=== block 1 ===
Fig. 1: block 1, placement view
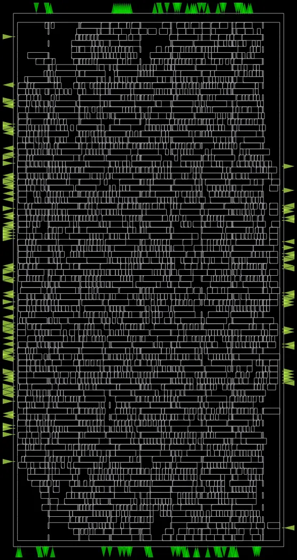

==> config.mk <==
export PLATFORM = sky130hd
export DESIGN_NAME = ifetch_ctrl
export DESIGN_NICKNAME = d
export VERILOG_FILES = /design/src/rtl/ifetch_pkg.sv /design/src/rtl/ifetch_fifo.sv /design/src/rtl/ifetch_ctrl.sv
export SDC_FILE = /design/constraint.sdc
export NUM_CORES = 1
export LEC_CHECK = 0
export ABC_AREA = 1
export CORE_ASPECT_RATIO = 2
export CORE_MARGIN = 1.5
export CORE_UTILIZATION = 63
export CTS_BUF_LIST = sky130_fd_sc_hd__clkbuf_16
export CTS_CLUSTER_SIZE = 16
export DETAILED_ROUTE_END_ITERATION = 8
export PLACE_DENSITY_LB_ADDON = 0.3
export SETUP_SLACK_MARGIN = 0.2
export SLEW_MARGIN = 20
export SYNTH_ARGS = -nofsm -noshare
export SYNTH_HDL_FRONTEND = slang
export SYNTH_HIERARCHICAL = 1
export SYNTH_SLANG_ARGS = --single-unit
==> constraint.sdc <==
create_clock -name clk -period 5.4 [get_ports clk]
set_input_delay 0.54 -clock clk [delete_from_list [all_inputs] [get_ports clk]]
set_output_delay 0.54 -clock clk [all_outputs]
set_load 0.005 [all_outputs]
==> src/rtl/ifetch_pkg.sv <==
// Shared types for the instruction-fetch sequencer.
// Optional stall statistics are enabled with IFETCH_STATS_EN.
package ifetch_pkg;

    typedef enum logic [1:0] {
        S_BOOT = 2'd0,
        S_RUN  = 2'd1,
        S_HOLD = 2'd2
    } fetch_state_e;

    typedef struct packed {
        logic [31:0] pc;
        logic [31:0] inst;
    } fetch_entry_t;

    localparam int INST_BYTES = 4;

endpackage

==> src/rtl/ifetch_fifo.sv <==
// Prefetch queue of fetched words with their PCs.
// Pointers carry an extra MSB so full and empty are distinguishable.
module ifetch_fifo
    import ifetch_pkg::*;
#(
    parameter int DEPTH = 4,
    localparam int AW = $clog2(DEPTH)
) (
    input  logic         clk,
    input  logic         rst_n,
    input  logic         i_push,
    input  fetch_entry_t i_entry,
    input  logic         i_pop,
    input  logic         i_flush,
    output logic [AW:0]  o_count,
    output logic         o_valid,
    output fetch_entry_t o_head
);

    logic [AW:0]  r_wr;
    logic [AW:0]  r_rd;
    fetch_entry_t r_mem [DEPTH];

    // Flush wins over a same-cycle push so stale responses never land.
    always_ff @(posedge clk or negedge rst_n) begin
        if (!rst_n) begin
            r_wr <= '0;
            r_rd <= '0;
            for (int i = 0; i < DEPTH; i++) begin
                r_mem[i] <= '0;
            end
        end else if (i_flush) begin
            r_wr <= '0;
            r_rd <= '0;
        end else begin
            if (i_push) begin
                r_mem[r_wr[AW-1:0]] <= i_entry;
                r_wr <= r_wr + 1'b1;
            end
            if (i_pop) begin
                r_rd <= r_rd + 1'b1;
            end
        end
    end

    assign o_count = r_wr - r_rd;
    assign o_valid = (r_wr != r_rd);
    assign o_head  = r_mem[r_rd[AW-1:0]];

endmodule

==> src/rtl/ifetch_ctrl.sv <==
// Fetch sequencer: owns the PC, issues imem reads, queues results.
// Define IFETCH_STATS_EN to add the stall_cnt output.
module ifetch_ctrl
    import ifetch_pkg::*;
#(
    parameter logic [31:0] RESET_PC    = 32'h0000_0000,
    parameter int          FETCH_DEPTH = 4
) (
    input  logic        clk,
    input  logic        rst_n,
    input  logic        redirect_valid,
    input  logic [31:0] redirect_pc,
    output logic        imem_req,
    output logic [31:0] imem_addr,
    input  logic [31:0] imem_rdata,
    output logic        inst_valid,
    input  logic        inst_ready,
    output logic [31:0] inst_data,
`ifdef IFETCH_STATS_EN
    output logic [31:0] inst_pc,
    output logic [31:0] stall_cnt
`else
    output logic [31:0] inst_pc
`endif
);

    localparam int AW = $clog2(FETCH_DEPTH);
    localparam logic [AW:0] DEPTH_C = FETCH_DEPTH[AW:0];

    fetch_state_e r_state;
    fetch_state_e w_state_nxt;
    logic [31:0]  r_fetch_pc;
    logic [31:0]  r_infl_pc;
    logic         r_inflight;
    logic         r_drop;
    logic [31:0]  w_redir_pc;
    logic [AW:0]  w_count;
    logic [AW:0]  w_used;
    logic         w_credit;
    logic         w_head_valid;
    logic         w_push;
    logic         w_pop;
    fetch_entry_t w_entry;
    fetch_entry_t w_head;

    assign w_redir_pc = redirect_pc & ~32'h3;

    // Queued entries plus the outstanding read may never exceed the depth.
    assign w_used   = w_count + {{AW{1'b0}}, r_inflight};
    assign w_credit = (w_used < DEPTH_C);

    assign imem_req  = (r_state == S_RUN) & ~redirect_valid & w_credit;
    assign imem_addr = r_fetch_pc;

    assign inst_valid = w_head_valid & ~redirect_valid;
    assign inst_data  = w_head.inst;
    assign inst_pc    = w_head.pc;

    assign w_pop   = inst_valid & inst_ready;
    assign w_push  = r_inflight & ~r_drop;
    assign w_entry = '{pc: r_infl_pc, inst: imem_rdata};

    always_comb begin
        w_state_nxt = r_state;
        priority case (1'b1)
            redirect_valid:
                w_state_nxt = S_RUN;
            (r_state == S_BOOT):
                w_state_nxt = S_RUN;
            (r_state == S_RUN) && !w_credit:
                w_state_nxt = S_HOLD;
            (r_state == S_HOLD) && (w_pop || r_inflight):
                w_state_nxt = S_RUN;
            default: ;
        endcase
    end

    always_ff @(posedge clk or negedge rst_n) begin
        if (!rst_n) begin
            r_state    <= S_BOOT;
            r_fetch_pc <= RESET_PC;
            r_infl_pc  <= '0;
            r_inflight <= 1'b0;
            r_drop     <= 1'b0;
        end else begin
            r_state    <= w_state_nxt;
            r_inflight <= imem_req;
            r_drop     <= redirect_valid & r_inflight;
            if (imem_req) begin
                r_infl_pc <= r_fetch_pc;
            end
            if (redirect_valid) begin
                r_fetch_pc <= w_redir_pc;
            end else if (imem_req) begin
                r_fetch_pc <= r_fetch_pc + 32'(INST_BYTES);
            end
        end
    end

    ifetch_fifo #(
        .DEPTH (FETCH_DEPTH)
    ) u_fifo (
        .clk     (clk),
        .rst_n   (rst_n),
        .i_push  (w_push),
        .i_entry (w_entry),
        .i_pop   (w_pop),
        .i_flush (redirect_valid),
        .o_count (w_count),
        .o_valid (w_head_valid),
        .o_head  (w_head)
    );

`ifdef IFETCH_STATS_EN
    logic [31:0] r_stall;

    always_ff @(posedge clk or negedge rst_n) begin
        if (!rst_n) begin
            r_stall <= '0;
        end else if (inst_ready && !inst_valid && !redirect_valid
                     && !(&r_stall)) begin
            r_stall <= r_stall + 1'b1;
        end
    end

    assign stall_cnt = r_stall;
`endif

endmodule

=== block 2 ===
<file path="config.mk">
export PLATFORM = sky130hd
export DESIGN_NAME = window_3x3_linebuf
export DESIGN_NICKNAME = d
export VERILOG_FILES = /design/src/rtl/window_3x3_linebuf_pkg.sv /design/src/rtl/window_3x3_linebuf_line_delay.sv /design/src/rtl/window_3x3_linebuf.sv
export SDC_FILE = /design/constraint.sdc
export NUM_CORES = 2
export LEC_CHECK = 0
export ABC_AREA = 1
export CAP_MARGIN = 20
export CORE_MARGIN = 1.5
export CORE_UTILIZATION = 40
export CTS_BUF_LIST = sky130_fd_sc_hd__clkbuf_16
export CTS_CLUSTER_SIZE = 24
export DETAILED_ROUTE_END_ITERATION = 12
export PLACE_DENSITY = 0.59
export SLEW_MARGIN = 20
export SYNTH_ARGS = -nofsm -noshare
export SYNTH_HDL_FRONTEND = slang
export SYNTH_SLANG_ARGS = --single-unit
</file>
<file path="constraint.sdc">
create_clock -name clk -period 3.8 [get_ports clk]
set_clock_uncertainty 0.15 [all_clocks]
set_input_delay 0.95 -clock clk [delete_from_list [all_inputs] [get_ports clk]]
set_output_delay 0.95 -clock clk [all_outputs]
set_load 0.03 [all_outputs]
</file>
<file path="src/rtl/window_3x3_linebuf_pkg.sv">
// window_3x3_linebuf_pkg: image geometry and pixel type shared by the window generator and the 3x3 kernels.
package window_3x3_linebuf_pkg;
    localparam int DEF_IMG_W = 64;
    localparam int DEF_IMG_H = 64;
    localparam int DEF_PIX_W = 13;
    localparam int DEF_CW    = 7;
    typedef logic [DEF_PIX_W-1:0] pix_t;
endpackage

</file>
<file path="src/rtl/window_3x3_linebuf_line_delay.sv">
// window_3x3_linebuf_line_delay: enable-gated delay line of DEPTH samples built on a circular RAM.
module window_3x3_linebuf_line_delay #(
    parameter int DEPTH = 64,
    parameter int W     = 13
) (
    input  logic         clk,
    input  logic         rst,
    input  logic         en_i,
    input  logic [W-1:0] d_i,
    output logic [W-1:0] q_o
);
    localparam int AW = DEPTH > 1 ? $clog2(DEPTH) : 1;
    logic [W-1:0]  mem [DEPTH];
    logic [AW-1:0] ptr_q, ptr_d;
    // The slot about to be overwritten holds the sample from exactly DEPTH enables ago.
    assign q_o = mem[ptr_q];
    always_comb ptr_d = (ptr_q == AW'(DEPTH-1)) ? '0 : ptr_q + AW'(1);
    always_ff @(posedge clk) begin
        if (rst)
            ptr_q <= '0;
        else if (en_i)
            ptr_q <= ptr_d;
    end
    always_ff @(posedge clk) begin
        if (en_i)
            mem[ptr_q] <= d_i;
    end
endmodule

</file>
<file path="src/rtl/window_3x3_linebuf.sv">
// window_3x3_linebuf: streaming 3x3 neighbourhood generator over two line buffers, interior windows only.
module window_3x3_linebuf
    import window_3x3_linebuf_pkg::*;
#(
    parameter int IMG_W = DEF_IMG_W,
    parameter int IMG_H = DEF_IMG_H,
    parameter int PIX_W = DEF_PIX_W,
    parameter int CW    = DEF_CW
) (
    input  logic             clk,
    input  logic             rst,
    input  logic             in_valid,
    input  logic             in_sof,
    input  logic [PIX_W-1:0] in_data,
    output logic [PIX_W-1:0] p0,
    output logic [PIX_W-1:0] p1,
    output logic [PIX_W-1:0] p2,
    output logic [PIX_W-1:0] p3,
    output logic [PIX_W-1:0] p4,
    output logic [PIX_W-1:0] p5,
    output logic [PIX_W-1:0] p6,
    output logic [PIX_W-1:0] p7,
    output logic [PIX_W-1:0] p8,
    output logic             win_valid,
    output logic [CW-1:0]    out_x,
    output logic [CW-1:0]    out_y,
    output logic             frame_done
);
    logic [CW-1:0]    col_q, row_q, col_pos, row_pos, col_d, row_d;
    logic             col_last, row_last, emit;
    logic [PIX_W-1:0] lb1_q, lb0_q;
    logic [PIX_W-1:0] top_q [2];
    logic [PIX_W-1:0] mid_q [2];
    logic [PIX_W-1:0] bot_q [2];

    window_3x3_linebuf_line_delay #(.DEPTH(IMG_W), .W(PIX_W)) u_lb1 (
        .clk(clk), .rst(rst), .en_i(in_valid), .d_i(in_data), .q_o(lb1_q)
    );
    window_3x3_linebuf_line_delay #(.DEPTH(IMG_W), .W(PIX_W)) u_lb0 (
        .clk(clk), .rst(rst), .en_i(in_valid), .d_i(lb1_q), .q_o(lb0_q)
    );

    // A start-of-frame pixel is placed at (0,0) whatever the counters say.
    always_comb begin
        col_pos  = in_sof ? '0 : col_q;
        row_pos  = in_sof ? '0 : row_q;
        col_last = col_pos == CW'(IMG_W-1);
        row_last = row_pos == CW'(IMG_H-1);
        col_d    = col_last ? '0 : col_pos + CW'(1);
        row_d    = col_last ? (row_last ? '0 : row_pos + CW'(1)) : row_pos;
        emit     = in_valid && row_pos >= CW'(2) && col_pos >= CW'(2);
    end

    // Each row keeps its two older columns; the newest column is the live tap this cycle.
    always_ff @(posedge clk) begin
        if (rst) begin
            col_q      <= '0;
            row_q      <= '0;
            win_valid  <= 1'b0;
            frame_done <= 1'b0;
            out_x      <= '0;
            out_y      <= '0;
            {p0, p1, p2, p3, p4, p5, p6, p7, p8} <= '0;
            top_q      <= '{default: '0};
            mid_q      <= '{default: '0};
            bot_q      <= '{default: '0};
        end else begin
            win_valid  <= emit;
            frame_done <= emit && col_last && row_last;
            if (in_valid) begin
                col_q    <= col_d;
                row_q    <= row_d;
                top_q[0] <= top_q[1];
                top_q[1] <= lb0_q;
                mid_q[0] <= mid_q[1];
                mid_q[1] <= lb1_q;
                bot_q[0] <= bot_q[1];
                bot_q[1] <= in_data;
            end
            if (emit) begin
                p0    <= top_q[0];
                p1    <= top_q[1];
                p2    <= lb0_q;
                p3    <= mid_q[0];
                p4    <= mid_q[1];
                p5    <= lb1_q;
                p6    <= bot_q[0];
                p7    <= bot_q[1];
                p8    <= in_data;
                out_x <= col_pos - CW'(1);
                out_y <= row_pos - CW'(1);
            end
        end
    end
endmodule

</file>
Fig. 2: block 2, placement by cell class
Fill, decap, tap and diode cells in grey.
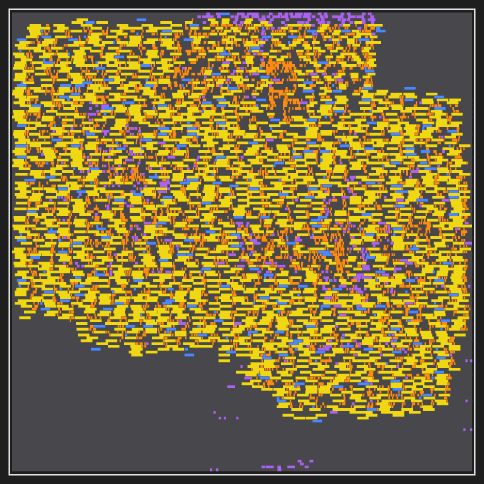
- orange: combinational and other logic (cells 4535; share of their area 23%)
- yellow: sequential cells (cells 1913; share of their area 65%)
- purple: remaining buffers and delay cells (cells 422; share of their area 4.8%)
- blue: clock drivers and dummy loads (cells 350; share of their area 7.1%)
final core occ: 46.3%
fraction of area in registers: 62.5%
final instance area: 87900 µm²

==> flow_summary.yaml, block 2 <==
# flow metrics
clocking:
  clk_latency_ns: 0.84
final_layout:
  fill_cells: 17200
  final_cell_mix: "nand2_1, edfxtp_1, nand3_1"
synth:
  ys_area_um2: 76500
  ys_types: 34
  ys_async_sr_fraction_pct: 0
  adder_share_pct: 0.131
  yosys-stat-cells: 6882
power:
  power_w: 0.0449
  p_switching_w: 0.0106
  seqPwrFrac_pct: 52.0
run_status:
  status: "complete, no violations"
flow_run:
  maxCapViolations: 0
setup_path:
  critPathLaunchType: "register"
  r2r_slack_ns: 0.51
  required_ns: 2.70
  cp_max_fo: 2
  critPathLaunch: "p1[12]"
global_routing:
  antenna_found_initial: 4
  gr-usage-met1_pct: 29.3
die:
  die_h_um: 440
  fp_util_pct: 40.3
  dieArea_um2: 194000
sta:
  drv_slew: 0
placement:
  post-place-ws_ns: 0.100
Fig. 3: block 1, close-up of the layout
Bar = 20 µm. Region (5, 35) to (55, 85) µm. Cells in grey, sequential cells in the stronger grey; small squares are vias.
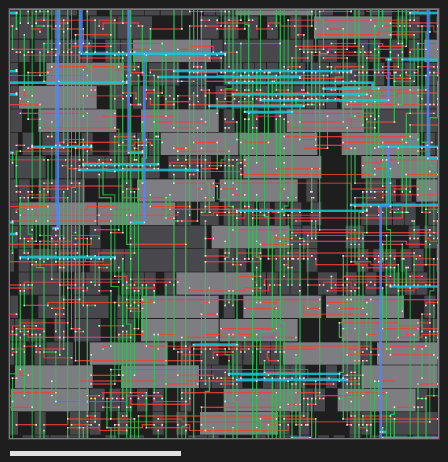
- red: metal 1
- cyan: metal 3
- blue: metal 4
- green: metal 2
- most frequent: nand2_1 (107), dfrtp_1 (35), inv_1 (25)
- netlist names of flops here include: u_fifo/r_mem (17), r_infl_pc (10), imem_addr (8)
- sequential cells in the window: 35
- cells with their middle in the window: 238

Fig. 4: block 1, wire density map
Bar = 20 µm. 12 x 24 tiles, from black (low) to pale yellow (high), scaled to the fullest tile. Values are wire area over tile area, all layers added.
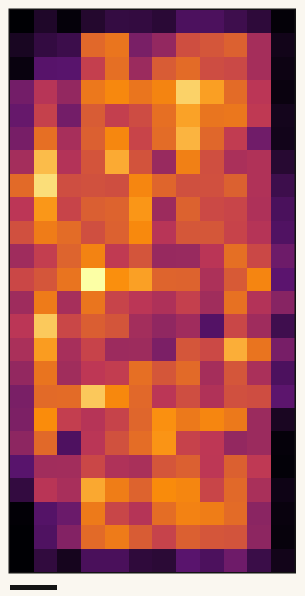
- fullest tile: 0.56
- mean over tiles: 0.27
- nearly empty tiles: 3.1%
- tiles over half the peak: 54%
vias: 16500
gr usage total: 33.1%
final wirelength: 47800 µm
routed length per placed instance: 16.7 µm

## Picture notes: Fig. 1
fill count: 2177
Layout Cells excl Fill: 2868
flip-flops: 326
Tapcells: 352

==> flow_summary.yaml, block 1 <==
# flow metrics
power:
  p_comb_share_pct: 42.3
  irDropWorstVdd_v: 0.000373
  powerSeq_w: 0.00420
  powerClk_w: 0.00207
run_status:
  status: "finished, violations left"
  violations: "negative hold slack"
sta:
  worst_pin_slew_ns: 1.14
  whs_ns: -0.00952
  finalHoldViolCount: 2
global_routing:
  antenna_found_initial: 1
drt:
  drt_iter0_markers: 1974
final_layout:
  clkCellAreaFrac_pct: 4.67
  comb_area_share_pct: 36.9
clocking:
  clk_latency_ns: 0.56
synth:
  yosys-stat-cells: 2443
die:
  dieArea_um2: 29300

=== block 3 ===
==> src/rtl/ttl191_sequencer.sv <==
// ttl191_sequencer: command-driven sequencer for an external 74LS191 up/down
// counter. Accepts LOAD / COUNT UP / COUNT DOWN / NOP commands, drives the
// counter's LOAD_n, CTEN_n, DOWN_UP_n and D pins, then captures Q as RESULT
// and pulses DONE.
//
// Optional feature: define TTL191_SEQUENCER_VERIFY_EN to build the
// final-value checker that drives MISMATCH. Without it, MISMATCH is tied low
// and no expected-value logic is built.
//
// Handshake: a command transfers on a rising CLK edge where CMD_VALID and
// CMD_READY are both 1. CMD_READY is 1 only in IDLE with RESET low, and
// CMD_VALID seen in any other state is dropped rather than queued.
module ttl191_sequencer #(
  parameter int LOAD_CYCLES = 2
) (
  input  logic       CLK,
  input  logic       RESET,
  input  logic       CMD_VALID,
  output logic       CMD_READY,
  input  logic [1:0] CMD_OP,
  input  logic [3:0] CMD_DATA,
  input  logic [3:0] Q,
  output logic [3:0] D,
  output logic       LOAD_n,
  output logic       CTEN_n,
  output logic       DOWN_UP_n,
  output logic       DONE,
  output logic [3:0] RESULT,
  output logic       WRAP,
  output logic       MISMATCH
);

  typedef enum logic [2:0] {
    S_IDLE   = 3'd0,
    S_LOAD   = 3'd1,
    S_COUNT  = 3'd2,
    S_SETTLE = 3'd3,
    S_FIN    = 3'd4
  } state_t;

  localparam logic [1:0] OP_LOAD = 2'b00;
  localparam logic [1:0] OP_UP   = 2'b01;
  localparam logic [1:0] OP_DOWN = 2'b10;
  localparam logic [1:0] OP_NOP  = 2'b11;

  // The cycle counter counts down to zero, so LOAD_n stays low LOAD_CYCLES cycles.
  localparam logic [3:0] LOAD_LAST = 4'(LOAD_CYCLES - 1);

  state_t     state_q, state_d;
  logic [3:0] cnt_q, cnt_d;
  logic [3:0] d_q, d_d;
  logic       load_n_q, load_n_d;
  logic       cten_n_q, cten_n_d;
  logic       down_up_n_q, down_up_n_d;
  logic [3:0] result_q, result_d;
  logic       wrap_q, wrap_d;
  logic       accept;
  logic       at_terminal;

`ifdef TTL191_SEQUENCER_VERIFY_EN
  logic [1:0] op_q, op_d;
  logic [3:0] data_q, data_d;
  logic [3:0] start_q, start_d;
  logic       mismatch_q, mismatch_d;
  logic [3:0] exp_val;
`endif

  assign CMD_READY = (state_q == S_IDLE) && !RESET;
  assign accept    = CMD_VALID && CMD_READY;

  // The counter is about to roll over when it sits at its terminal value
  // for the current direction while counting is enabled.
  assign at_terminal = down_up_n_q ? (Q == 4'h0) : (Q == 4'hF);

`ifdef TTL191_SEQUENCER_VERIFY_EN
  // Value the counter should hold after the command, modulo 16.
  always_comb begin
    exp_val = start_q;
    case (op_q)
      OP_LOAD: exp_val = data_q;
      OP_UP:   exp_val = start_q + data_q;
      OP_DOWN: exp_val = start_q - data_q;
      default: exp_val = start_q;
    endcase
  end
`endif

  // Next-state and next-pin logic; every register holds unless changed.
  always_comb begin
    state_d     = state_q;
    cnt_d       = cnt_q;
    d_d         = d_q;
    load_n_d    = load_n_q;
    cten_n_d    = cten_n_q;
    down_up_n_d = down_up_n_q;
    result_d    = result_q;
    wrap_d      = wrap_q;
`ifdef TTL191_SEQUENCER_VERIFY_EN
    op_d        = op_q;
    data_d      = data_q;
    start_d     = start_q;
    mismatch_d  = mismatch_q;
`endif
    case (state_q)
      S_IDLE: begin
        if (accept) begin
          wrap_d = 1'b0;
`ifdef TTL191_SEQUENCER_VERIFY_EN
          op_d       = CMD_OP;
          data_d     = CMD_DATA;
          start_d    = Q;
          mismatch_d = 1'b0;
`endif
          case (CMD_OP)
            OP_LOAD: begin
              d_d      = CMD_DATA;
              load_n_d = 1'b0;
              cnt_d    = LOAD_LAST;
              state_d  = S_LOAD;
            end
            OP_UP, OP_DOWN: begin
              down_up_n_d = (CMD_OP == OP_DOWN);
              if (CMD_DATA != 4'd0) begin
                cten_n_d = 1'b0;
                cnt_d    = CMD_DATA - 4'd1;
                state_d  = S_COUNT;
              end else begin
                state_d = S_SETTLE;
              end
            end
            default: state_d = S_SETTLE;
          endcase
        end
      end
      S_LOAD: begin
        if (cnt_q == 4'd0) begin
          load_n_d = 1'b1;
          state_d  = S_SETTLE;
        end else begin
          cnt_d = cnt_q - 4'd1;
        end
      end
      S_COUNT: begin
        if (at_terminal) begin
          wrap_d = 1'b1;
        end
        if (cnt_q == 4'd0) begin
          cten_n_d = 1'b1;
          state_d  = S_SETTLE;
        end else begin
          cnt_d = cnt_q - 4'd1;
        end
      end
      S_SETTLE: begin
        result_d = Q;
`ifdef TTL191_SEQUENCER_VERIFY_EN
        mismatch_d = (Q != exp_val);
`endif
        state_d = S_FIN;
      end
      S_FIN: begin
        state_d = S_IDLE;
      end
      default: begin
        load_n_d = 1'b1;
        cten_n_d = 1'b1;
        state_d  = S_IDLE;
      end
    endcase
  end

  // State and pin registers; reset puts every pin in its inactive value.
  always_ff @(posedge CLK) begin
    if (RESET) begin
      state_q     <= S_IDLE;
      cnt_q       <= 4'd0;
      d_q         <= 4'd0;
      load_n_q    <= 1'b1;
      cten_n_q    <= 1'b1;
      down_up_n_q <= 1'b0;
      result_q    <= 4'd0;
      wrap_q      <= 1'b0;
`ifdef TTL191_SEQUENCER_VERIFY_EN
      op_q        <= OP_NOP;
      data_q      <= 4'd0;
      start_q     <= 4'd0;
      mismatch_q  <= 1'b0;
`endif
    end else begin
      state_q     <= state_d;
      cnt_q       <= cnt_d;
      d_q         <= d_d;
      load_n_q    <= load_n_d;
      cten_n_q    <= cten_n_d;
      down_up_n_q <= down_up_n_d;
      result_q    <= result_d;
      wrap_q      <= wrap_d;
`ifdef TTL191_SEQUENCER_VERIFY_EN
      op_q        <= op_d;
      data_q      <= data_d;
      start_q     <= start_d;
      mismatch_q  <= mismatch_d;
`endif
    end
  end

  assign D         = d_q;
  assign LOAD_n    = load_n_q;
  assign CTEN_n    = cten_n_q;
  assign DOWN_UP_n = down_up_n_q;
  assign DONE      = (state_q == S_FIN);
  assign RESULT    = result_q;
  assign WRAP      = wrap_q;

`ifdef TTL191_SEQUENCER_VERIFY_EN
  assign MISMATCH = mismatch_q;
`else
  assign MISMATCH = 1'b0;
`endif

endmodule

==> config.mk <==
export PLATFORM = sky130hd
export DESIGN_NAME = ttl191_sequencer
export DESIGN_NICKNAME = d
export VERILOG_FILES = /design/src/rtl/ttl191_sequencer.sv
export SDC_FILE = /design/constraint.sdc
export NUM_CORES = 1
export LEC_CHECK = 0
export CAP_MARGIN = 5
export CORE_AREA = 2 2 95 51
export DETAILED_ROUTE_END_ITERATION = 6
export DIE_AREA = 0 0 97 53
export PLACE_DENSITY = 0.48
export SYNTH_ARGS = -nofsm -noshare
export SYNTH_HDL_FRONTEND = slang
export SYNTH_SLANG_ARGS = --single-unit
export TNS_END_PERCENT = 100
==> constraint.sdc <==
create_clock -name CLK -period 3.4 [get_ports CLK]
set_clock_uncertainty 0.1 [all_clocks]
set_input_delay 0.51 -clock CLK [delete_from_list [all_inputs] [get_ports CLK]]
set_output_delay 0.51 -clock CLK [all_outputs]
set_load 0.01 [all_outputs]
=== block 4 ===
**src/rtl/mem_arbiter.sv**
```systemverilog
`default_nettype none
`timescale 1ns/1ps
// ============================================================================
//  Module      : mem_arbiter
//  Description : Round-robin arbiter sharing one single-port, fixed-latency
//                memory between PORTS level-req / one-cycle-ack requesters.
//                One transaction in flight; all outputs registered.
//  Revision    : 1.0  initial release
// ============================================================================
module mem_arbiter #(
    parameter int PORTS   = 2,
    parameter int AW      = 32,
    parameter int DW      = 32,
    parameter int MEM_LAT = 1
) (
    input  logic                clk,
    input  logic                reset_n,
    input  logic [PORTS-1:0]    req,
    input  logic [PORTS-1:0]    rw,
    input  logic [PORTS*AW-1:0] addr,
    input  logic [PORTS*DW-1:0] wdata,
    output logic [PORTS-1:0]    ack,
    output logic [DW-1:0]       rdata,
    output logic                busy,
    output logic                mem_strobe,
    output logic                mem_rw,
    output logic [AW-1:0]       mem_addr,
    output logic [DW-1:0]       mem_wdata,
    input  logic [DW-1:0]       mem_rdata
);

    localparam int PW = (PORTS > 1)   ? $clog2(PORTS)   : 1;
    localparam int CW = (MEM_LAT > 1) ? $clog2(MEM_LAT) : 1;

    typedef enum logic [1:0] {
        S_IDLE  = 2'd0,
        S_ISSUE = 2'd1,
        S_WAIT  = 2'd2,
        S_DONE  = 2'd3
    } state_t;

    state_t          r_state;
    state_t          w_state_nxt;
    logic [PW-1:0]   r_grant;
    logic [PW-1:0]   r_last;
    logic            r_rw;
    logic [CW-1:0]   r_cnt;

    logic            w_found;
    logic [PW-1:0]   w_pick;
    logic [PW:0]     w_idx;

    // Round-robin pick: first set req scanning last+1 .. last+PORTS (mod PORTS)
    always_comb begin
        w_found = 1'b0;
        w_pick  = '0;
        w_idx   = '0;
        for (int i = 1; i <= PORTS; i++) begin
            w_idx = {1'b0, r_last} + (PW+1)'(i);
            if (w_idx >= (PW+1)'(PORTS)) begin
                w_idx = w_idx - (PW+1)'(PORTS);
            end
            if (!w_found && req[w_idx[PW-1:0]]) begin
                w_found = 1'b1;
                w_pick  = w_idx[PW-1:0];
            end
        end
    end

    // Next-state logic: IDLE -> ISSUE -> WAIT (MEM_LAT cycles) -> DONE -> IDLE
    always_comb begin
        w_state_nxt = r_state;
        case (r_state)
            S_IDLE:  if (w_found) w_state_nxt = S_ISSUE;
            S_ISSUE: w_state_nxt = S_WAIT;
            S_WAIT:  if (r_cnt == '0) w_state_nxt = S_DONE;
            S_DONE:  w_state_nxt = S_IDLE;
            default: w_state_nxt = S_IDLE;
        endcase
    end

    // State register
    always_ff @(posedge clk or negedge reset_n) begin
        if (!reset_n) begin
            r_state <= S_IDLE;
        end else begin
            r_state <= w_state_nxt;
        end
    end

    // Registered datapath and outputs; everything is computed one edge ahead
    // so the outputs line up with the state they belong to.
    always_ff @(posedge clk or negedge reset_n) begin
        if (!reset_n) begin
            r_grant    <= '0;
            r_last     <= PW'(PORTS-1);
            r_rw       <= 1'b0;
            r_cnt      <= '0;
            ack        <= '0;
            rdata      <= '0;
            busy       <= 1'b0;
            mem_strobe <= 1'b0;
            mem_rw     <= 1'b0;
            mem_addr   <= '0;
            mem_wdata  <= '0;
        end else begin
            busy <= (w_state_nxt != S_IDLE);
            case (r_state)
                S_IDLE: begin
                    ack <= '0;
                    if (w_found) begin
                        r_grant    <= w_pick;
                        r_rw       <= rw[w_pick];
                        mem_addr   <= addr[w_pick*AW +: AW];
                        mem_wdata  <= wdata[w_pick*DW +: DW];
                        mem_strobe <= 1'b1;
                        mem_rw     <= rw[w_pick];
                    end
                end
                S_ISSUE: begin
                    mem_strobe <= 1'b0;
                    mem_rw     <= 1'b0;
                    r_cnt      <= CW'(MEM_LAT-1);
                end
                S_WAIT: begin
                    if (r_cnt == '0) begin
                        // Read data is valid in the last WAIT cycle only
                        if (!r_rw) begin
                            rdata <= mem_rdata;
                        end
                        ack <= {{(PORTS-1){1'b0}}, 1'b1} << r_grant;
                    end else begin
                        r_cnt <= r_cnt - CW'(1);
                    end
                end
                S_DONE: begin
                    ack    <= '0;
                    r_last <= r_grant;
                end
                default: begin
                    ack        <= '0;
                    mem_strobe <= 1'b0;
                    mem_rw     <= 1'b0;
                end
            endcase
        end
    end

endmodule
`default_nettype wire
```
**config.mk**
```make
export PLATFORM = sky130hd
export DESIGN_NAME = mem_arbiter
export DESIGN_NICKNAME = d
export VERILOG_FILES = /design/src/rtl/mem_arbiter.sv
export SDC_FILE = /design/constraint.sdc
export NUM_CORES = 1
export LEC_CHECK = 0
export ABC_AREA = 1
export CORE_MARGIN = 1.5
export CORE_UTILIZATION = 30
export CTS_BUF_LIST = sky130_fd_sc_hd__clkbuf_16
export CTS_CLUSTER_DIAMETER = 80
export DETAILED_ROUTE_END_ITERATION = 8
export HOLD_SLACK_MARGIN = 0.06
export PLACE_DENSITY = 0.67
export SLEW_MARGIN = 20
export SYNTH_ARGS = -nofsm -noshare
export SYNTH_HDL_FRONTEND = slang
export SYNTH_SLANG_ARGS = --single-unit
```
**constraint.sdc**
```tcl
create_clock -name clk -period 3.8 [get_ports clk]
set_input_delay 0.76 -clock clk [delete_from_list [all_inputs] [get_ports clk]]
set_output_delay 0.76 -clock clk [all_outputs]
set_load 0.005 [all_outputs]
```
=== block 5 ===
--- config.mk ---
export PLATFORM = sky130hd
export DESIGN_NAME = serial_addsub
export DESIGN_NICKNAME = d
export VERILOG_FILES = /design/src/rtl/serial_addsub.sv
export SDC_FILE = /design/constraint.sdc
export NUM_CORES = 1
export LEC_CHECK = 0
export CAP_MARGIN = 20
export CELL_PAD_IN_SITES_DETAIL_PLACEMENT = 0
export CELL_PAD_IN_SITES_GLOBAL_PLACEMENT = 2
export CORE_UTILIZATION = 44
export CTS_BUF_LIST = sky130_fd_sc_hd__clkbuf_4
export CTS_CLUSTER_DIAMETER = 50
export DETAILED_ROUTE_END_ITERATION = 12
export DONT_BUFFER_PORTS = 1
export GPL_ROUTABILITY_DRIVEN = 0
export PLACE_DENSITY = 0.91
export SETUP_SLACK_MARGIN = 0.02
export SLEW_MARGIN = 30
export SYNTH_ARGS = -nofsm -noshare
export SYNTH_HDL_FRONTEND = slang
export SYNTH_SLANG_ARGS = --single-unit
--- constraint.sdc ---
create_clock -name clk -period 2.85 [get_ports clk]
set_input_delay 0.57 -clock clk [delete_from_list [all_inputs] [get_ports clk]]
set_output_delay 0.57 -clock clk [all_outputs]
set_load 0.01 [all_outputs]
--- src/rtl/serial_addsub.sv ---
// Bit-serial adder/subtractor: one result bit per clock, LSB first, with a
// start/done handshake and registered S/Cout/V that hold until the next completion.
module serial_addsub #(
    parameter int WIDTH = 4
) (
    input  logic             clk,
    input  logic             rst,
    input  logic             start,
    input  logic             Mode,
    input  logic [WIDTH-1:0] A,
    input  logic [WIDTH-1:0] B,
    output logic             busy,
    output logic             done,
    output logic [WIDTH-1:0] S,
    output logic             Cout,
    output logic             V
);

    localparam int CW = (WIDTH > 2) ? $clog2(WIDTH) : 1;

    typedef enum logic [1:0] {
        IDLE = 2'd0,
        RUN  = 2'd1,
        DONE = 2'd2
    } state_t;

    function automatic logic majority(input logic x, input logic y, input logic z);
        return (x & y) | (x & z) | (y & z);
    endfunction

    state_t          state_r;
    state_t          next_state_s;
    logic [WIDTH-1:0] a_sh_r;
    logic [WIDTH-1:0] b_sh_r;
    logic [WIDTH-1:0] sum_sh_r;
    logic [CW-1:0]    cnt_r;
    logic             mode_r;
    logic             carry_r;
    logic             busy_r;
    logic             done_r;
    logic [WIDTH-1:0] s_r;
    logic             cout_r;
    logic             v_r;

    logic             y_bit_s;
    logic             sum_bit_s;
    logic             c_next_s;
    logic             last_bit_s;

    // Full-adder slice for the current bit position.
    always_comb begin
        y_bit_s    = b_sh_r[0] ^ mode_r;
        sum_bit_s  = a_sh_r[0] ^ y_bit_s ^ carry_r;
        c_next_s   = majority(a_sh_r[0], y_bit_s, carry_r);
        last_bit_s = (cnt_r == CW'(WIDTH - 1));
    end

    // Next-state logic.
    always_comb begin
        next_state_s = state_r;
        case (state_r)
            IDLE: begin
                if (start) begin
                    next_state_s = RUN;
                end else begin
                    next_state_s = IDLE;
                end
            end
            RUN: begin
                if (last_bit_s) begin
                    next_state_s = DONE;
                end else begin
                    next_state_s = RUN;
                end
            end
            DONE:    next_state_s = IDLE;
            default: next_state_s = IDLE;
        endcase
    end

    // State register plus handshake flags, registered from the next state.
    always_ff @(posedge clk) begin
        if (rst) begin
            state_r <= IDLE;
            busy_r  <= 1'b0;
            done_r  <= 1'b0;
        end else begin
            state_r <= next_state_s;
            busy_r  <= (next_state_s != IDLE);
            done_r  <= (next_state_s == DONE);
        end
    end

    // Operand/sum shift registers and result latch; results are captured on
    // the final RUN edge so they are valid together with done.
    always_ff @(posedge clk) begin
        if (rst) begin
            a_sh_r   <= '0;
            b_sh_r   <= '0;
            sum_sh_r <= '0;
            cnt_r    <= '0;
            mode_r   <= 1'b0;
            carry_r  <= 1'b0;
            s_r      <= '0;
            cout_r   <= 1'b0;
            v_r      <= 1'b0;
        end else begin
            case (state_r)
                IDLE: begin
                    if (start) begin
                        a_sh_r   <= A;
                        b_sh_r   <= B;
                        sum_sh_r <= '0;
                        mode_r   <= Mode;
                        carry_r  <= Mode;
                        cnt_r    <= '0;
                    end
                end
                RUN: begin
                    a_sh_r   <= {1'b0, a_sh_r[WIDTH-1:1]};
                    b_sh_r   <= {1'b0, b_sh_r[WIDTH-1:1]};
                    sum_sh_r <= {sum_bit_s, sum_sh_r[WIDTH-1:1]};
                    carry_r  <= c_next_s;
                    cnt_r    <= cnt_r + CW'(1);
                    if (last_bit_s) begin
                        // carry_r here is the carry into the MSB
                        s_r    <= {sum_bit_s, sum_sh_r[WIDTH-1:1]};
                        cout_r <= c_next_s;
                        v_r    <= carry_r ^ c_next_s;
                    end
                end
                DONE: begin
                    cnt_r <= '0;
                end
                default: begin
                    cnt_r <= '0;
                end
            endcase
        end
    end

    assign busy = busy_r;
    assign done = done_r;
    assign S    = s_r;
    assign Cout = cout_r;
    assign V    = v_r;

endmodule

Fig. 5: block 3, sequential cells grouped by signal name
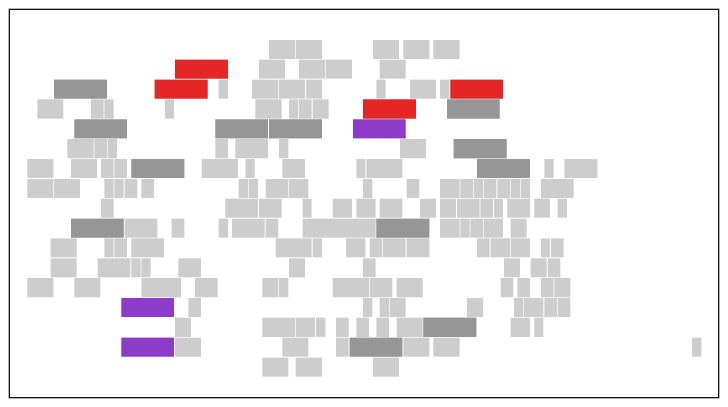
- red: RESULT (placed flops 4)
- purple: state_q (placed flops 3)
final core occ: 36.6%
register area: 380 µm²
seq pwr: 0.000356 W
fraction of area in registers: 24.3%

==> flow_summary.yaml, block 3 <==
# flow metrics
run_status:
  status: "complete, no violations"
synth:
  synth_seq_share_pct: 30.6
  syn_area_um2: 1240
  synth_flops: 19
  yosys-stat-cells: 154
  syn_nets: 173
  yosys.area_share.aoi_pct: 25.3
  common_cells: "dfxtp_1, a21oi_1, nor2_1"
placement:
  post-place-ws_ns: 0.632
  port_buffers: 26
  place_area_um2: 1520
drt:
  viasPerCell: 5.04
  wl_met2_um: 1310
final_layout:
  comb_area_share_pct: 49.3
  finalInstanceArea_um2: 1570
  n_all_inverters: 8
  comb_cells: 115
  fill_cells: 436
sta:
  maxSlewHeadroom_pct: 52.5
  whs_ns: 0.361
  setup_viol: 0
die:
  coreArea_um2: 4280
  fp_util_pct: 29.1
  die_w_um: 97
worst_hold_path:
  hold_class: "register to register"
setup_path:
  critPathSlowestCell: "clkdlybuf4s50_1"
  worstSetupPathType: "input pin to register"
  cp.buffers_inverters: 2
  cp_max_fo: 10
global_routing:
  gr-usage-met1_pct: 19.4
  grt.met3_usage_pct: 3.30
  grt_pass1_vias: 1110
  grt-ovfl-total: 0
power:
  seqPwrFrac_pct: 33.7
  powerComb_w: 0.000546
  powerClk_w: 0.000156
  power_density_nw_per_um2: 675
clocking:
  holdBufCountCts: 0
  cts_tree: "yes"
  clockBufferDepth: 2
  cts.clk_slew.worst_paths_ns: 0.07
Fig. 6: block 4, wire density map
Bar = 50 µm. 26 x 26 tiles, from black (low) to pale yellow (high), scaled to the fullest tile. Values are wire area over tile area, all layers added.
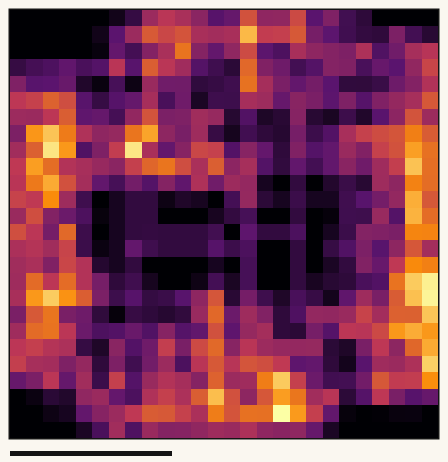
- fullest tile: 0.42
- emptiest ninth of the die: middle
- densest ninth of the die: bottom middle
- mean over tiles: 0.14
final wirelength: 14900 µm
gr usage total: 17.3%

Fig. 7: block 4, placement view
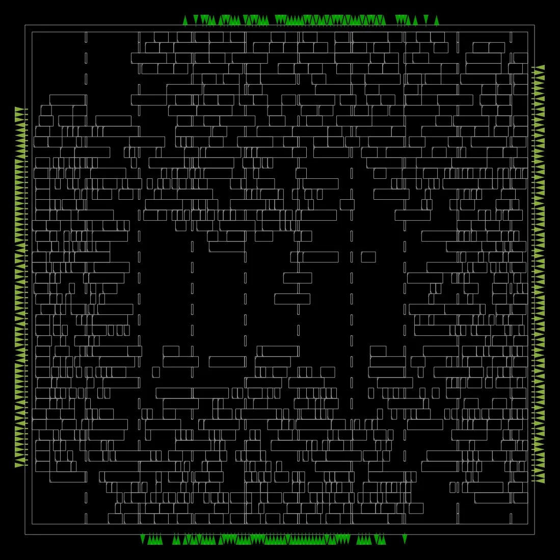
final core occ: 49.4%
fraction of area in registers: 32.6%

==> flow_summary.yaml, block 4 <==
# flow metrics
flow_run:
  maxCapViolations: 0
die:
  fp_util_pct: 30.5
  dieArea_um2: 17500
  die_w_um: 132
global_routing:
  antenna_found_initial: 1
  grt_pass1_wl_um: 24500
clocking:
  cts_tree: "yes"
  clk_latency_ns: 0.34
setup_path:
  slowest_delay_ns: 0.55
  critPathLaunchType: "input pin"
  critPathSlowestCell: "clkdlybuf4s50_1"
run_status:
  status: "complete, no violations"
power:
  top_power_group: "combinational cells"
  p_comb_share_pct: 48.3
drt:
  highest_layer: "met4"
  wl_met3_um: 1220
sta:
  whs_ns: 0.436
final_layout:
  comb_area_share_pct: 26.2
Fig. 8: block 5, placement view
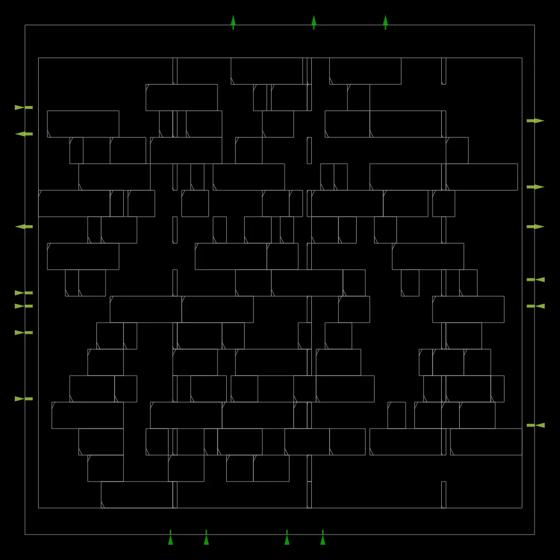
CORE AREA: 2300 µm²
Layout Cells excl Fill: 128
final core occ: 48.5%
fill count: 219
flip-flops: 25

==> flow_summary.yaml, block 5 <==
# flow metrics
setup_path:
  arrival_ns: 1.65
  cp_max_fo: 10
  reg2reg_depth: 4
  crit_cells: 4
synth:
  yosys.area.top_type: "dfxtp_1"
  syn_area_um2: 1110
  ys_async_sr_fraction_pct: 0
  synth_seq_share_pct: 44.9
  netlist_instances: 103
final_layout:
  non_clock_buffer_count: 1
  dominant-cell-class: "combinational gates"
  num-nets-final: 115
  buf_share_pct: 0.674
  register_area_um2: 500
power:
  p_clk_share_pct: 26.1
  p_switching_w: 0.000159
  powerClk_w: 0.000161
global_routing:
  gr-usage-met1_pct: 20.8
  antenna_found_initial: 0
  grt_usage_pct: 15.7
  grt-ovfl-total: 0
clocking:
  clk_latency_ns: 0.32
  cts.sinks: 25
  cts_tree: "yes"
drt:
  viasPerCell: 5.38
  drc: 0
placement:
  port_buffers: 0
flow_run:
  maxCapViolations: 0
  tool_warnings: 26
die:
  dieArea_um2: 2740
  die_h_um: 52.3
sta:
  setup_viol: 0
run_status:
  status: "complete, no violations"
worst_hold_path:
  worst_hold_path.num_cells: 1

=== block 6 ===
$ cat src/rtl/axil_reg_slave.sv
// AXI4-Lite register bank responder with byte strobes.
// Exports register contents and per-register write pulses.
module axil_reg_slave #(
  parameter int ADDR_WIDTH = 13,
  parameter int DATA_WIDTH = 32,
  parameter int NUM_REGS   = 16,
  parameter logic [DATA_WIDTH-1:0] RESET_VAL = '0
) (
  input  logic                           clk,
  input  logic                           reset,
  input  logic [ADDR_WIDTH-1:0]          awaddr,
  input  logic                           awvalid,
  output logic                           awready,
  input  logic [2:0]                     awprot,
  input  logic [DATA_WIDTH-1:0]          wdata,
  input  logic [DATA_WIDTH/8-1:0]        wstrb,
  input  logic                           wvalid,
  output logic                           wready,
  output logic [1:0]                     bresp,
  output logic                           bvalid,
  input  logic                           bready,
  input  logic [ADDR_WIDTH-1:0]          araddr,
  input  logic                           arvalid,
  output logic                           arready,
  input  logic [2:0]                     arprot,
  output logic [DATA_WIDTH-1:0]          rdata,
  output logic [1:0]                     rresp,
  output logic                           rvalid,
  input  logic                           rready,
  output logic [NUM_REGS*DATA_WIDTH-1:0] reg_q,
  output logic [NUM_REGS-1:0]            wr_pulse
);

  localparam int SW   = DATA_WIDTH / 8;
  localparam int OFFS = $clog2(SW);
  localparam int XW   = ADDR_WIDTH - OFFS;
  localparam int IW   = (NUM_REGS > 1) ? $clog2(NUM_REGS) : 1;

  localparam logic [1:0] OKAY   = 2'b00;
  localparam logic [1:0] SLVERR = 2'b10;

  typedef enum logic { W_IDLE, W_RESP } w_state_e;
  typedef enum logic { R_IDLE, R_RESP } r_state_e;

  w_state_e w_state_q, w_state_d;
  r_state_e r_state_q, r_state_d;

  logic                  aw_held_q, aw_held_d;
  logic                  w_held_q, w_held_d;
  logic [ADDR_WIDTH-1:0] awaddr_q, awaddr_d;
  logic [DATA_WIDTH-1:0] wdata_q, wdata_d;
  logic [SW-1:0]         wstrb_q, wstrb_d;
  logic [1:0]            bresp_q, bresp_d;
  logic                  awready_q, wready_q, arready_q;
  logic [DATA_WIDTH-1:0] rdata_q, rdata_d;
  logic [1:0]            rresp_q, rresp_d;
  logic [NUM_REGS-1:0]   wr_pulse_q, wr_pulse_d;
  logic [DATA_WIDTH-1:0] regs_q [NUM_REGS];

  logic                  aw_fire, w_fire, ar_fire;
  logic                  commit;
  logic [ADDR_WIDTH-1:0] c_addr;
  logic [DATA_WIDTH-1:0] c_data;
  logic [SW-1:0]         c_strb;
  logic [XW-1:0]         w_idx, r_idx;
  logic                  w_ok, r_ok;
  logic                  unused_bits;

  assign aw_fire = awvalid & awready_q;
  assign w_fire  = wvalid & wready_q;
  assign ar_fire = arvalid & arready_q;

  // A beat transferring this edge bypasses its holding register
  assign c_addr = aw_fire ? awaddr : awaddr_q;
  assign c_data = w_fire ? wdata : wdata_q;
  assign c_strb = w_fire ? wstrb : wstrb_q;

  assign w_idx = c_addr[ADDR_WIDTH-1:OFFS];
  assign r_idx = araddr[ADDR_WIDTH-1:OFFS];
  assign w_ok  = (w_idx < XW'(NUM_REGS));
  assign r_ok  = (r_idx < XW'(NUM_REGS));

  assign unused_bits = ^{awprot, arprot,
                         c_addr[OFFS-1:0],
                         araddr[OFFS-1:0]};

  always_comb begin
    w_state_d  = w_state_q;
    aw_held_d  = aw_held_q;
    w_held_d   = w_held_q;
    awaddr_d   = awaddr_q;
    wdata_d    = wdata_q;
    wstrb_d    = wstrb_q;
    bresp_d    = bresp_q;
    commit     = 1'b0;
    wr_pulse_d = '0;
    unique case (w_state_q)
      W_IDLE: begin
        if (aw_fire) begin
          aw_held_d = 1'b1;
          awaddr_d  = awaddr;
        end
        if (w_fire) begin
          w_held_d = 1'b1;
          wdata_d  = wdata;
          wstrb_d  = wstrb;
        end
        if (aw_held_d && w_held_d) begin
          commit    = 1'b1;
          w_state_d = W_RESP;
          bresp_d   = w_ok ? OKAY : SLVERR;
          if (w_ok) wr_pulse_d[w_idx[IW-1:0]] = 1'b1;
        end
      end
      W_RESP: begin
        if (bready) begin
          w_state_d = W_IDLE;
          aw_held_d = 1'b0;
          w_held_d  = 1'b0;
        end
      end
    endcase
  end

  always_ff @(posedge clk or posedge reset) begin
    if (reset) begin
      w_state_q  <= W_IDLE;
      aw_held_q  <= 1'b0;
      w_held_q   <= 1'b0;
      awaddr_q   <= '0;
      wdata_q    <= '0;
      wstrb_q    <= '0;
      bresp_q    <= OKAY;
      awready_q  <= 1'b0;
      wready_q   <= 1'b0;
      wr_pulse_q <= '0;
    end else begin
      w_state_q  <= w_state_d;
      aw_held_q  <= aw_held_d;
      w_held_q   <= w_held_d;
      awaddr_q   <= awaddr_d;
      wdata_q    <= wdata_d;
      wstrb_q    <= wstrb_d;
      bresp_q    <= bresp_d;
      awready_q  <= (w_state_d == W_IDLE) & ~aw_held_d;
      wready_q   <= (w_state_d == W_IDLE) & ~w_held_d;
      wr_pulse_q <= wr_pulse_d;
    end
  end

  always_ff @(posedge clk or posedge reset) begin
    if (reset) begin
      for (int i = 0; i < NUM_REGS; i++) regs_q[i] <= RESET_VAL;
    end else if (commit && w_ok) begin
      for (int b = 0; b < SW; b++)
        if (c_strb[b])
          regs_q[w_idx[IW-1:0]][8*b +: 8] <= c_data[8*b +: 8];
    end
  end

  always_comb begin
    r_state_d = r_state_q;
    rdata_d   = rdata_q;
    rresp_d   = rresp_q;
    unique case (r_state_q)
      R_IDLE: begin
        if (ar_fire) begin
          r_state_d = R_RESP;
          rdata_d   = r_ok ? regs_q[r_idx[IW-1:0]] : '0;
          rresp_d   = r_ok ? OKAY : SLVERR;
        end
      end
      R_RESP: begin
        if (rready) r_state_d = R_IDLE;
      end
    endcase
  end

  always_ff @(posedge clk or posedge reset) begin
    if (reset) begin
      r_state_q <= R_IDLE;
      rdata_q   <= '0;
      rresp_q   <= OKAY;
      arready_q <= 1'b0;
    end else begin
      r_state_q <= r_state_d;
      rdata_q   <= rdata_d;
      rresp_q   <= rresp_d;
      arready_q <= (r_state_d == R_IDLE);
    end
  end

  assign awready  = awready_q;
  assign wready   = wready_q;
  assign bvalid   = (w_state_q == W_RESP);
  assign bresp    = bresp_q;
  assign arready  = arready_q;
  assign rvalid   = (r_state_q == R_RESP);
  assign rdata    = rdata_q;
  assign rresp    = rresp_q;
  assign wr_pulse = wr_pulse_q;

  for (genvar i = 0; i < NUM_REGS; i++) begin : g_flat
    assign reg_q[i*DATA_WIDTH +: DATA_WIDTH] = regs_q[i];
  end

endmodule
$ cat config.mk
export PLATFORM = sky130hd
export DESIGN_NAME = axil_reg_slave
export DESIGN_NICKNAME = d
export VERILOG_FILES = /design/src/rtl/axil_reg_slave.sv
export SDC_FILE = /design/constraint.sdc
export NUM_CORES = 1
export LEC_CHECK = 0
export CAP_MARGIN = 40
export CORE_AREA = 2 2 249 251
export DETAILED_ROUTE_END_ITERATION = 8
export DIE_AREA = 0 0 251 253
export GPL_TIMING_DRIVEN = 0
export PLACE_DENSITY = 0.78
export SETUP_SLACK_MARGIN = 0.4
export SLEW_MARGIN = 0
export SYNTH_ARGS = -nofsm -noshare
export SYNTH_HDL_FRONTEND = slang
export SYNTH_SLANG_ARGS = --single-unit
$ cat constraint.sdc
create_clock -name clk -period 49.4 [get_ports clk]
set_clock_uncertainty 0.2 [all_clocks]
set_input_delay 9.88 -clock clk [delete_from_list [all_inputs] [get_ports clk]]
set_output_delay 9.88 -clock clk [all_outputs]
set_load 0.05 [all_outputs]
==> flow_summary.yaml <==
# flow metrics
sta:
  finalHoldViolCount: 0
  maxSlewHeadroom_pct: 34.0
die:
  die_w_um: 251
  coreArea_um2: 61000
synth:
  syn_area_um2: 27800
  netlist.area_leader.share_pct: 55.5
  mux_share_pct: 37.3
  ys_types: 52
  yosys.area_share.aoi_pct: 2.17
  yosys.area_share.xor_xnor_pct: 0
  yosys.area.top_type: "dfrtp_1"
  synth_seq_share_pct: 55.5
  avgSynthCellArea_um2: 15.9
  top_logic_kind: "multiplexers"
  synth_warnings: 0
final_layout:
  antenna_cells: 7
  comb_area_um2: 11900
  dominant-cell-class: "registers"
  comb_cells: 1021
  comb_area_share_pct: 31.4
  non_clock_buffer_count: 761
  layout_top_cell: "clkdlybuf4s50_1"
  nClkBuffers: 105
  fill_cells: 4482
  drive_gt1_share_pct: 37.3
drt:
  drc: 0
  drt_wl_total_um: 105000
  drt_pass1_iterations: 5
  wl_met3_um: 8390
  wl_met1_um: 40600
  antenna_left: 0
clocking:
  cts.sinks: 616
  clockBufferDepth: 3
setup_path:
  r2r_end: "reg_q[477]"
  cp_top_family: "buffers and inverters"
  crit_cells: 9
  cp_max_fo: 10
  r2r_start: "awready"
  end_kind: "register"
  crit_chain: "clkdlybuf4s50_1, buf_4, and2_1, buf_4, nand3_1, a21oi_1, clkbuf_1, nand3_1, mux2_2"
  r2r_slack_ns: 45.83
  crit_end: "reg_q[477]"
power:
  irDropWorstVdd_v: 0.0000316
  power.internal_w: 0.000965
  top_power_group: "sequential cells"
  powerClk_w: 0.000522
  swShare_pct: 33.1
  leakagePower_nw: 17.3
global_routing:
  antenna_found_initial: 14
  gr-usage-met1_pct: 41.0
placement:
  hpwlAfterDp_um: 76000
  post-place-ws_ns: 35.83
worst_hold_path:
  hold_class: "register to register"
run_status:
  status: "complete, no violations"
Fig. 9: block 6, placement view
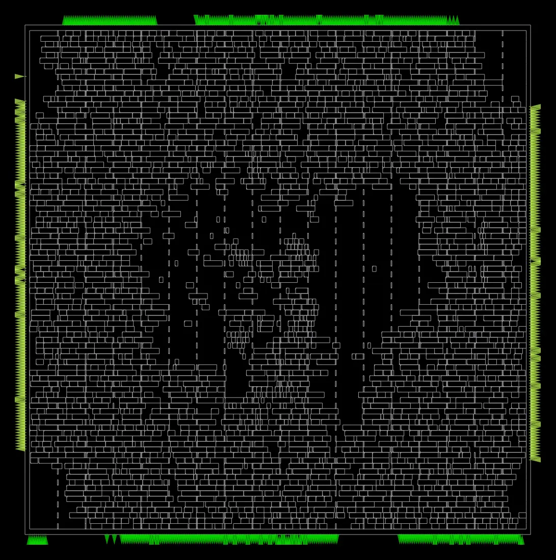
final core occ: 62.0%
Layout Cells excl Fill: 3328
Tapcells: 790
flip-flops: 616
row count: 91

Fig. 10: block 6, sequential cells grouped by signal name
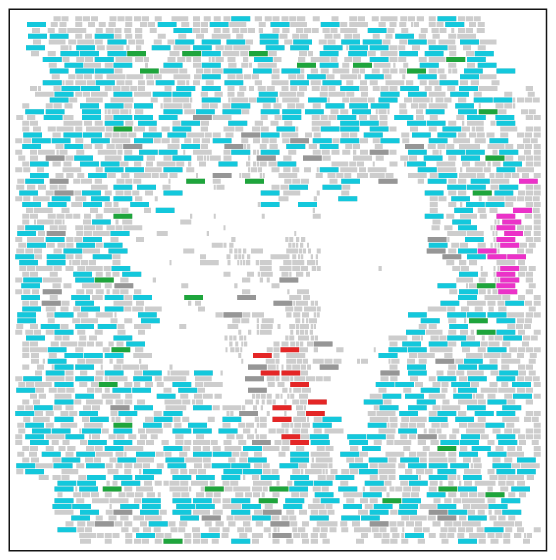
- cyan: reg_q (placed flops 512; where spread over the die)
- red: awaddr_q (placed flops 11; where bottom middle)
- magenta: wr_pulse (placed flops 16; where right middle)
- green: rdata (placed flops 32; where spread over the die)
seq pwr: 0.000567 W
fraction of area in registers: 40.7%
register area: 15400 µm²



## Gallery

Placement by cell class.
Fill, decap, tap and diode cells in grey.
Plate I
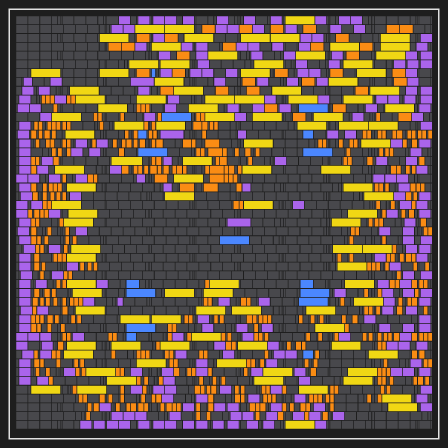
Plate II
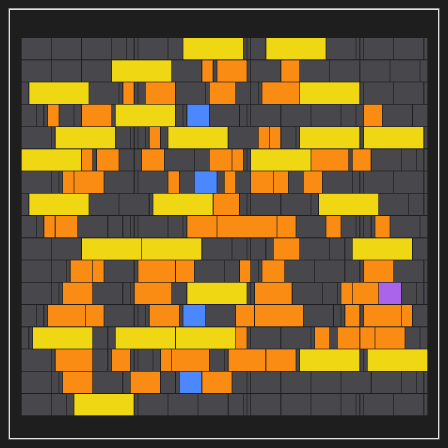
Plate III
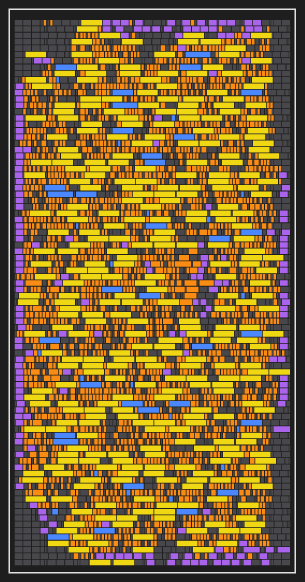
Plate IV
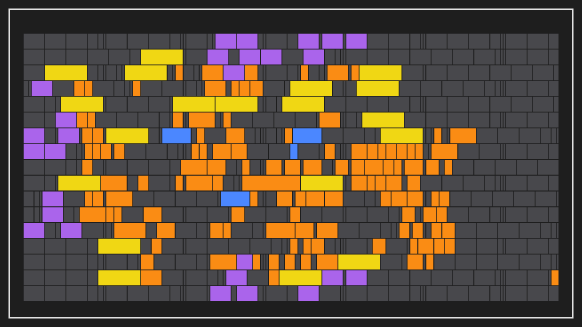
Plate V
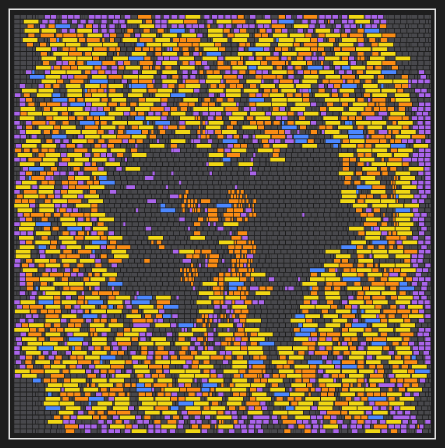
Plate III -> block 1
Plate I -> block 4
Plate IV -> block 3
Plate II -> block 5
Plate V -> block 6
- fewest cells: Plate II
- fewest sequential cells: Plate IV

Key to Plate IV:
- purple: remaining buffers and delay cells (cells 27; share of their area 18%)
- orange: combinational and other logic (cells 123; share of their area 54%)
- blue: clock drivers and dummy loads (cells 4; share of their area 3.0%)
- yellow: sequential cells (cells 19; share of their area 25%)

No activity file was given, so power comes from the tool's default toggle rates.
